######## adder_arbiter ########
Fig. 1: adder_arbiter, local utilization
Scale bar: 20 um. The die is cut into 8 by 8 equal tiles; black is low, pale yellow is high, 0 to 100% covered.
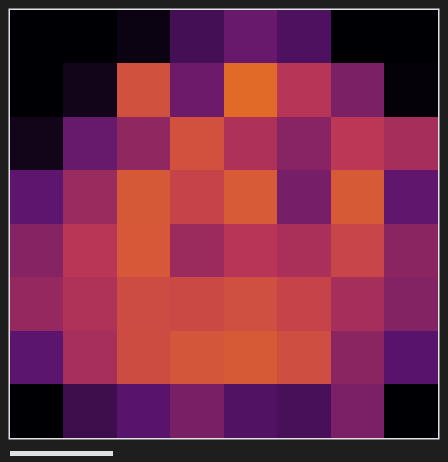

**src/rtl/adder_arb_pkg.sv**
```systemverilog
// Shared types and helpers for the adder_arbiter block: FSM state encoding,
// default sizes and the round-robin pointer advance.
package adder_arb_pkg;

   typedef enum logic {
      EMPTY = 1'b0,
      FULL  = 1'b1
   } state_e;

   localparam int DEFAULT_WIDTH   = 8;
   localparam int DEFAULT_NUM_REQ = 4;

   function automatic int unsigned rr_next(input int unsigned ptr, input int unsigned n);
      return (ptr + 1 >= n) ? 0 : ptr + 1;
   endfunction

endpackage

```
**src/rtl/adder_arbiter_rr_arbiter.sv**
```systemverilog
// Round-robin arbiter: grants the first asserted request at or after ptr_i,
// searching upward modulo NUM_REQ. Purely combinational.
module rr_arbiter #(
   parameter int NUM_REQ = 4,
   parameter int ID_W    = $clog2(NUM_REQ)
) (
   input  logic [NUM_REQ-1:0] req_i,
   input  logic [ID_W-1:0]    ptr_i,
   input  logic               en_i,
   output logic [NUM_REQ-1:0] gnt_o,
   output logic [ID_W-1:0]    gnt_idx_o,
   output logic               gnt_valid_o
);

   always_comb begin
      int unsigned idx;
      idx         = 0;
      gnt_o       = '0;
      gnt_idx_o   = '0;
      gnt_valid_o = 1'b0;
      for (int unsigned off = 0; off < NUM_REQ; off++) begin
         idx = (32'(ptr_i) + off) % NUM_REQ;
         if (en_i && !gnt_valid_o && req_i[ID_W'(idx)]) begin
            gnt_valid_o = 1'b1;
            gnt_idx_o   = ID_W'(idx);
         end
      end
      if (gnt_valid_o) gnt_o[gnt_idx_o] = 1'b1;
   end

endmodule

```
**src/rtl/adder_arbiter.sv**
```systemverilog
// Shared registered adder with round-robin request arbitration and a single
// result port. Define ADDER_ARB_SAT_EN to saturate the sum on carry-out.
module adder_arbiter
   import adder_arb_pkg::*;
#(
   parameter  int WIDTH   = DEFAULT_WIDTH,
   parameter  int NUM_REQ = DEFAULT_NUM_REQ,
   localparam int ID_W    = $clog2(NUM_REQ)
) (
   input  logic                     clk_i,
   input  logic                     rst_i,
   input  logic [NUM_REQ-1:0]       req_valid_i,
   output logic [NUM_REQ-1:0]       req_ready_o,
   input  logic [NUM_REQ*WIDTH-1:0] req_a_i,
   input  logic [NUM_REQ*WIDTH-1:0] req_b_i,
   output logic                     rsp_valid_o,
   input  logic                     rsp_ready_i,
   output logic [ID_W-1:0]          rsp_id_o,
   output logic [WIDTH-1:0]         rsp_sum_o,
   output logic                     rsp_carry_o
);

   // Handshake: a request transfers on a cycle where req_valid_i[r] & req_ready_o[r];
   // a result transfers where rsp_valid_o & rsp_ready_i. A result slot freed by
   // rsp_ready_i can be refilled on the same edge.

   state_e            state_q, state_d;
   logic [ID_W-1:0]   ptr_q, ptr_d;
   logic [ID_W-1:0]   id_q, id_d;
   logic [WIDTH-1:0]  sum_q, sum_d;
   logic              carry_q, carry_d;

   logic              can_accept;
   logic              arb_en;
   logic              accept;
   logic [ID_W-1:0]   gnt_idx;
   logic [WIDTH-1:0]  op_a, op_b;
   logic [WIDTH:0]    raw_sum;
   logic [WIDTH-1:0]  new_sum;

   assign can_accept = (state_q == EMPTY) | rsp_ready_i;
   assign arb_en     = can_accept & ~rst_i;

   rr_arbiter #(
      .NUM_REQ (NUM_REQ),
      .ID_W    (ID_W)
   ) u_rr (
      .req_i       (req_valid_i),
      .ptr_i       (ptr_q),
      .en_i        (arb_en),
      .gnt_o       (req_ready_o),
      .gnt_idx_o   (gnt_idx),
      .gnt_valid_o (accept)
   );

   assign op_a    = req_a_i[32'(gnt_idx)*WIDTH +: WIDTH];
   assign op_b    = req_b_i[32'(gnt_idx)*WIDTH +: WIDTH];
   assign raw_sum = {1'b0, op_a} + {1'b0, op_b};

`ifdef ADDER_ARB_SAT_EN
   assign new_sum = raw_sum[WIDTH] ? '1 : raw_sum[WIDTH-1:0];
`else
   assign new_sum = raw_sum[WIDTH-1:0];
`endif

   always_comb begin
      state_d = state_q;
      ptr_d   = ptr_q;
      id_d    = id_q;
      sum_d   = sum_q;
      carry_d = carry_q;
      if (accept) begin
         state_d = FULL;
         ptr_d   = ID_W'(rr_next(32'(gnt_idx), NUM_REQ));
         id_d    = gnt_idx;
         sum_d   = new_sum;
         carry_d = raw_sum[WIDTH];
      end else if (state_q == FULL && rsp_ready_i) begin
         state_d = EMPTY;
      end
   end

   always_ff @(posedge clk_i) begin
      if (rst_i) begin
         state_q <= EMPTY;
         ptr_q   <= '0;
         id_q    <= '0;
         sum_q   <= '0;
         carry_q <= 1'b0;
      end else begin
         state_q <= state_d;
         ptr_q   <= ptr_d;
         id_q    <= id_d;
         sum_q   <= sum_d;
         carry_q <= carry_d;
      end
   end

   assign rsp_valid_o = (state_q == FULL);
   assign rsp_id_o    = id_q;
   assign rsp_sum_o   = sum_q;
   assign rsp_carry_o = carry_q;

endmodule

```
**config.mk**
```make
export PLATFORM = sky130hd
export DESIGN_NAME = adder_arbiter
export DESIGN_NICKNAME = d
export VERILOG_FILES = /design/src/rtl/adder_arb_pkg.sv /design/src/rtl/adder_arbiter_rr_arbiter.sv /design/src/rtl/adder_arbiter.sv
export SDC_FILE = /design/constraint.sdc
export NUM_CORES = 1
export LEC_CHECK = 0
export CAP_MARGIN = 40
export CELL_PAD_IN_SITES_DETAIL_PLACEMENT = 1
export CELL_PAD_IN_SITES_GLOBAL_PLACEMENT = 1
export CORE_MARGIN = 4
export CORE_UTILIZATION = 27
export DETAILED_ROUTE_END_ITERATION = 16
export MAX_ROUTING_LAYER = met4
export PLACE_DENSITY_LB_ADDON = 0.3
export SLEW_MARGIN = 40
export SYNTH_ARGS = -nofsm -noshare
export SYNTH_HDL_FRONTEND = slang
export SYNTH_SLANG_ARGS = --single-unit
```
**constraint.sdc**
```tcl
create_clock -name clk_i -period 4.7 [get_ports clk_i]
set_clock_uncertainty 0.1 [all_clocks]
set_input_delay 0.94 -clock clk_i [delete_from_list [all_inputs] [get_ports clk_i]]
set_output_delay 0.94 -clock clk_i [all_outputs]
set_load 0.05 [all_outputs]
```
######## seq_chunk_adder_flat ########
--- config.mk ---
export PLATFORM = sky130hd
export DESIGN_NAME = seq_chunk_adder_flat
export DESIGN_NICKNAME = d
export VERILOG_FILES = /design/src/rtl/seq_adder_pkg.sv /design/src/rtl/seq_chunk_adder_if.sv /design/src/rtl/chunk_adder.sv /design/src/rtl/seq_chunk_adder.sv /design/src/flat_wrapper.sv
export SDC_FILE = /design/constraint.sdc
export NUM_CORES = 1
export LEC_CHECK = 0
export ABC_AREA = 0
export CAP_MARGIN = 25
export CORE_MARGIN = 2
export CORE_UTILIZATION = 35
export CTS_CLUSTER_DIAMETER = 30
export DETAILED_ROUTE_END_ITERATION = 16
export MAX_ROUTING_LAYER = met4
export PLACE_DENSITY = 0.61
export SLEW_MARGIN = 5
export SYNTH_ARGS = -nofsm -noshare
export SYNTH_HDL_FRONTEND = slang
export SYNTH_SLANG_ARGS = --single-unit
export TNS_END_PERCENT = 5
--- constraint.sdc ---
create_clock -name clk -period 4.7 [get_ports clk]
set_input_delay 1.175 -clock clk [delete_from_list [all_inputs] [get_ports clk]]
set_output_delay 1.175 -clock clk [all_outputs]
set_load 0.02 [all_outputs]
--- src/rtl/seq_adder_pkg.sv ---
// Shared definitions for the chunk-serial adder.
//   state_e  : controller states (IDLE, RUN, DONE)
//   MODE_ADD : mode encoding for A + B + IN_Ci
//   MODE_SUB : mode encoding for A - B
package seq_adder_pkg;

    typedef enum logic [1:0] {
        IDLE = 2'd0,
        RUN  = 2'd1,
        DONE = 2'd2
    } state_e;

    localparam logic MODE_ADD = 1'b0;
    localparam logic MODE_SUB = 1'b1;

endpackage

--- src/rtl/seq_chunk_adder_if.sv ---
// Operand/result handshake bundle for seq_chunk_adder.
//   in_valid/in_ready   : operand handshake (mode, A, B, IN_Ci)
//   out_valid/out_ready : result handshake (s, C_o, ovf, zero)
// master = producer/consumer side, slave = the adder.
interface seq_chunk_adder_if #(
    parameter int unsigned WIDTH = 32
) ();

    logic             in_valid;
    logic             in_ready;
    logic             mode;
    logic [WIDTH-1:0] A;
    logic [WIDTH-1:0] B;
    logic             IN_Ci;
    logic             out_valid;
    logic             out_ready;
    logic [WIDTH-1:0] s;
    logic             C_o;
    logic             ovf;
    logic             zero;

    modport master (
        output in_valid, mode, A, B, IN_Ci, out_ready,
        input  in_ready, out_valid, s, C_o, ovf, zero
    );

    modport slave (
        input  in_valid, mode, A, B, IN_Ci, out_ready,
        output in_ready, out_valid, s, C_o, ovf, zero
    );

endinterface

--- src/rtl/chunk_adder.sv ---
// CHUNK-wide combinational ripple-carry adder.
//   a_i, b_i : operand chunks
//   ci_i     : carry in
//   sum_o    : chunk sum
//   co_o     : carry out of the chunk MSB
//   cmsb_o   : carry into the chunk MSB (for signed overflow)
module chunk_adder #(
    parameter int unsigned CHUNK = 8
) (
    input  logic [CHUNK-1:0] a_i,
    input  logic [CHUNK-1:0] b_i,
    input  logic             ci_i,
    output logic [CHUNK-1:0] sum_o,
    output logic             co_o,
    output logic             cmsb_o
);

    logic [CHUNK:0] c;

    always_comb begin
        c     = '0;
        sum_o = '0;
        c[0]  = ci_i;
        for (int k = 0; k < int'(CHUNK); k++) begin
            sum_o[k] = a_i[k] ^ b_i[k] ^ c[k];
            c[k+1]   = (a_i[k] & b_i[k]) | (c[k] & (a_i[k] ^ b_i[k]));
        end
    end

    assign co_o   = c[CHUNK];
    assign cmsb_o = c[CHUNK-1];

endmodule

--- src/rtl/seq_chunk_adder.sv ---
// Chunk-serial adder/subtractor: one CHUNK-wide slice per clock.
//   clk   : rising-edge clock
//   rst_n : asynchronous active-low reset
//   clr   : synchronous abort back to IDLE, clears results
//   bus   : slave side of seq_chunk_adder_if (operands in, result out)
// Result appears N = WIDTH/CHUNK cycles after the operand handshake and is
// held until out_ready.
module seq_chunk_adder
    import seq_adder_pkg::*;
#(
    parameter int unsigned WIDTH = 32,
    parameter int unsigned CHUNK = 8
) (
    input  logic         clk,
    input  logic         rst_n,
    input  logic         clr,
    seq_chunk_adder_if.slave bus
);

    localparam int unsigned N    = WIDTH / CHUNK;
    localparam int unsigned IdxW = (N > 1) ? $clog2(N) : 1;
    localparam logic [IdxW-1:0] LastIdx = IdxW'(N - 1);

    state_e           state_q, state_d;
    logic [IdxW-1:0]  idx_q, idx_d;
    logic [WIDTH-1:0] a_q, a_d;
    logic [WIDTH-1:0] b_q, b_d;
    logic [WIDTH-1:0] s_q, s_d;
    logic             carry_q, carry_d;
    logic             co_q, co_d;
    logic             ovf_q, ovf_d;

    logic [CHUNK-1:0] a_ch, b_ch, sum;
    logic             ch_co, ch_cmsb;

    assign a_ch = a_q[32'(idx_q) * CHUNK +: CHUNK];
    assign b_ch = b_q[32'(idx_q) * CHUNK +: CHUNK];

    chunk_adder #(
        .CHUNK (CHUNK)
    ) u_chunk (
        .a_i    (a_ch),
        .b_i    (b_ch),
        .ci_i   (carry_q),
        .sum_o  (sum),
        .co_o   (ch_co),
        .cmsb_o (ch_cmsb)
    );

    always_ff @(posedge clk or negedge rst_n) begin
        if (!rst_n) begin
            state_q <= IDLE;
            idx_q   <= '0;
            a_q     <= '0;
            b_q     <= '0;
            s_q     <= '0;
            carry_q <= 1'b0;
            co_q    <= 1'b0;
            ovf_q   <= 1'b0;
        end else begin
            state_q <= state_d;
            idx_q   <= idx_d;
            a_q     <= a_d;
            b_q     <= b_d;
            s_q     <= s_d;
            carry_q <= carry_d;
            co_q    <= co_d;
            ovf_q   <= ovf_d;
        end
    end

    always_comb begin
        state_d = state_q;
        idx_d   = idx_q;
        a_d     = a_q;
        b_d     = b_q;
        s_d     = s_q;
        carry_d = carry_q;
        co_d    = co_q;
        ovf_d   = ovf_q;

        unique case (state_q)
            IDLE: begin
                if (bus.in_valid) begin
                    // Subtract as A + ~B + 1; IN_Ci only matters when adding.
                    a_d     = bus.A;
                    b_d     = (bus.mode == MODE_SUB) ? ~bus.B : bus.B;
                    carry_d = (bus.mode == MODE_SUB) ? 1'b1 : bus.IN_Ci;
                    idx_d   = '0;
                    s_d     = '0;
                    co_d    = 1'b0;
                    ovf_d   = 1'b0;
                    state_d = RUN;
                end
            end
            RUN: begin
                s_d[32'(idx_q) * CHUNK +: CHUNK] = sum;
                carry_d = ch_co;
                idx_d   = idx_q + IdxW'(1);
                if (idx_q == LastIdx) begin
                    co_d    = ch_co;
                    ovf_d   = ch_cmsb ^ ch_co;
                    idx_d   = '0;
                    state_d = DONE;
                end
            end
            DONE: begin
                if (bus.out_ready) begin
                    state_d = IDLE;
                end
            end
            default: state_d = IDLE;
        endcase

        if (clr) begin
            state_d = IDLE;
            idx_d   = '0;
            s_d     = '0;
            carry_d = 1'b0;
            co_d    = 1'b0;
            ovf_d   = 1'b0;
        end
    end

    assign bus.in_ready  = (state_q == IDLE);
    assign bus.out_valid = (state_q == DONE);
    assign bus.s         = s_q;
    assign bus.C_o       = co_q;
    assign bus.ovf       = ovf_q;
    // Gated so zero reads 0 out of reset and outside a delivered result.
    assign bus.zero      = (state_q == DONE) && (s_q == '0);

endmodule

--- src/flat_wrapper.sv ---
// flat-port wrapper written by rule: the top's interface ports become plain ports
module seq_chunk_adder_flat import seq_adder_pkg::*;
#(
    parameter int unsigned WIDTH = 32,
    parameter int unsigned CHUNK = 8
)
  (clk, rst_n, clr, bus_in_valid, bus_mode, bus_A, bus_B, bus_IN_Ci, bus_out_ready, bus_in_ready, bus_out_valid, bus_s, bus_C_o, bus_ovf, bus_zero);
  seq_chunk_adder_if #(.WIDTH(WIDTH)) bus_i ();
  input  logic clk;
  input  logic rst_n;
  input  logic clr;
  input wire logic [$bits(bus_i.in_valid)-1:0] bus_in_valid;
  input wire logic [$bits(bus_i.mode)-1:0] bus_mode;
  input wire logic [$bits(bus_i.A)-1:0] bus_A;
  input wire logic [$bits(bus_i.B)-1:0] bus_B;
  input wire logic [$bits(bus_i.IN_Ci)-1:0] bus_IN_Ci;
  input wire logic [$bits(bus_i.out_ready)-1:0] bus_out_ready;
  output wire logic [$bits(bus_i.in_ready)-1:0] bus_in_ready;
  output wire logic [$bits(bus_i.out_valid)-1:0] bus_out_valid;
  output wire logic [$bits(bus_i.s)-1:0] bus_s;
  output wire logic [$bits(bus_i.C_o)-1:0] bus_C_o;
  output wire logic [$bits(bus_i.ovf)-1:0] bus_ovf;
  output wire logic [$bits(bus_i.zero)-1:0] bus_zero;
  assign bus_i.in_valid = bus_in_valid;
  assign bus_i.mode = bus_mode;
  assign bus_i.A = bus_A;
  assign bus_i.B = bus_B;
  assign bus_i.IN_Ci = bus_IN_Ci;
  assign bus_i.out_ready = bus_out_ready;
  assign bus_in_ready = bus_i.in_ready;
  assign bus_out_valid = bus_i.out_valid;
  assign bus_s = bus_i.s;
  assign bus_C_o = bus_i.C_o;
  assign bus_ovf = bus_i.ovf;
  assign bus_zero = bus_i.zero;
  seq_chunk_adder #(.WIDTH(WIDTH), .CHUNK(CHUNK)) u_core (.clk(clk), .rst_n(rst_n), .clr(clr), .bus(bus_i));
endmodule
Fig. 2: seq_chunk_adder_flat, signal wires on met1
Scale bar: 20 um.
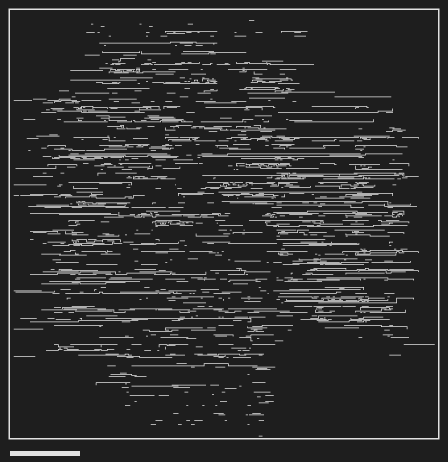
wire length on this layer: 5330 um
nets with wire on the layer: 480

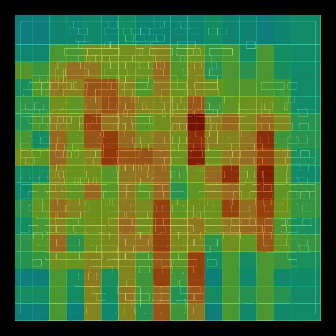
Fig. 3. Congestion heat map (seq_chunk_adder_flat).
M1 GR Usage: 22.6%
GRT Total Usage: 17.0%
final core occ: 47.0%

==> out/metrics.yaml, seq_chunk_adder_flat <==
met1_length_um: 5330
reg2reg_to: "u_core.bus.ovf$_DFFE_PN0P_"
syn_to_final_growth_pct: 32.5
drcViolationCount: 0
criticalPathCategory: "reg2reg"
sh_comb_area_pct: 33.0
status: "finished clean"
tapCellCount: 180
overflow: 0
hold_end: "u_core.a_q[21]$_DFFE_PN0P_"
nNonClkInverters: 23
holdBufCountCts: 0
clk_pin_slew_ns: 0.07
power_leader: "sequential cells"
yosys.area.top_type: "dfrtp_1"
ys_top_logic_family: "multiplexers"
final_layout_size_suffix_gt1_share_pct: 15.8
grt_util_met3_pct: 3.04
synth_flops: 103
clk-insertion-delay-late_ns: 0.35
slew_headroom_pct: 41.6
path_buffers: 3
p_leak_nw: 2.61
num_antenna_cells: 0
num-clock-buffers: 11
dpl_worst_slack_ns: 0.145
ys_cells: 386
pg_comb_w: 0.000580
design.core.area_mm2: 0.0138
hp-class: "reg2reg"
p_seq_share_pct: 43.6
setup_slack_ns: 0.213
p_sw_w: 0.000700
synth.most_common_cell: "dfrtp_1"
clockPowerShare_pct: 32.3
top_layer_used: "met4"
-- seq_chunk_adder_flat: cell usage in the layout, fill, tap and decap left out, types with 3 or more instances in the layout --
cell type        Yosys  routed
ha_1                 4       4
a22oi_1              3       3
fa_1                 8       7
clkdlybuf4s50_1      0     105
clkbuf_16            0       9
nor2_1              39      39
mux4_2              16      16
nand4_1              3       3
mux2_2              33      33
nor4_1               8       8
dfrtp_1            103     103
inv_1               23      23
mux2_1               5       5
o2bb2ai_1           30      30
buf_4                0       6
a21oi_1             36      36
xnor2_1             33      33
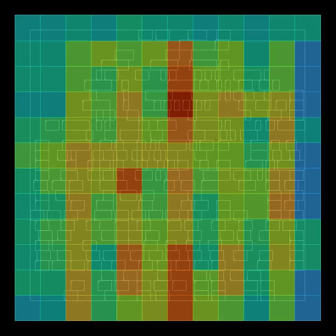
Fig. 4. Congestion heat map (adder_arbiter).
WL per Instance: 14.3 um
M1 GR Usage: 14.9%
met2 Use GR: 26.0%
final core occ: 45.8%

About Fig. 1:
nearly empty tiles: 13%
mean over tiles: 35%
fullest tile: 65%

==> out/metrics.yaml, adder_arbiter <==
status: "finished clean"
reg2reg_slack_ns: 1.30
layoutNonFillerInstCount: 326
die_w_um: 82.9
flop-count: 14
maxCapViolCount: 0
grt_pass1_vias: 1642
design.core.area_mm2: 0.00547
power_leader: "combinational cells"
holdBufCountCts: 0
ys_cells: 167
syn_to_final_growth_pct: 65.3
ioPinCount: 87
p_sw_w: 0.000215
arrival_ns: 4.19
powerSeq_w: 0.000143
netlist_top_cells_count: "mux2i_1, a21oi_1, dfxtp_1"
synthesis.area_mm2: 0.00152
wl_met2_um: 2540
ys_types: 35
drtIter0Drc: 39
cts_tree: "done"
hold_ws_ns: 0.355
tightest_slew_ns: 0.810
die_h_um: 82.9
warnings: 30
logic_gates: 140
fin_crit_sh_pct: 88.7
timing.final.crit_period_ns: 4.17
setup_slack_ns: 0.529
[adder_arbiter: path summary, 6_finish.rpt]
kind | start | to | cells past startpoint
setup / recovery | rst_i | rsp_sum_o[6]$_SDFFE_PP0P_ | 14
hold / removal | rsp_sum_o[1]$_SDFFE_PP0P_ | rsp_sum_o[1]$_SDFFE_PP0P_ | 2
setup reg to reg | ptr_q[1]$_SDFFE_PP0P_ | rsp_sum_o[6]$_SDFFE_PP0P_ | 13
hold reg to reg | rsp_sum_o[1]$_SDFFE_PP0P_ | rsp_sum_o[1]$_SDFFE_PP0P_ | 2

## Gallery

Met2 routing.
panel A
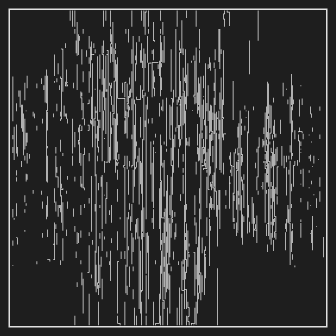
panel B
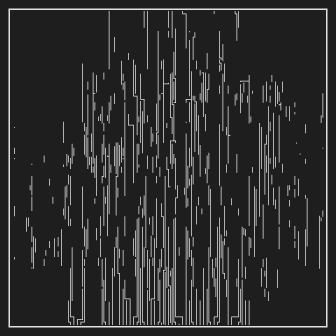
Panel A is seq_chunk_adder_flat.
Panel B is adder_arbiter.



## Gallery

Signal metal coverage by tile.
image #1
Scale bar: 20 um. The die is cut into 17 by 17 equal tiles; black is low, pale yellow is high, scaled to the fullest tile. Values are wire area over tile area, all layers added.
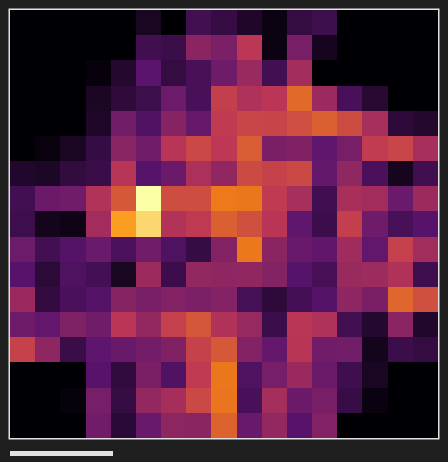
image #2
Scale bar: 20 um. The die is cut into 24 by 24 equal tiles; black is low, pale yellow is high, scaled to the fullest tile. Values are wire area over tile area, all layers added.
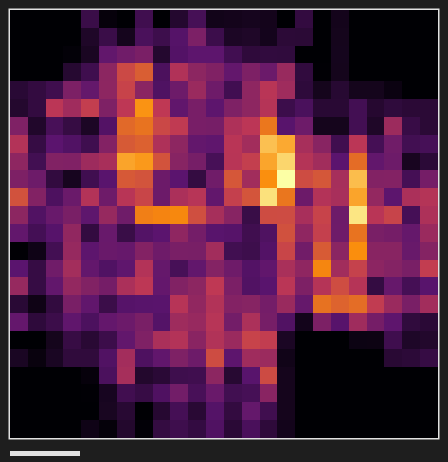
Of these, largest die: image #2
| from | picture |
|---|---|
| seq_chunk_adder_flat | image #2 |
| adder_arbiter | image #1 |

Key to image #1:
mean over tiles: 0.11
densest ninth of the die: centre
emptiest ninth of the die: upper left
nearly empty tiles: 19%
fullest tile: 0.39

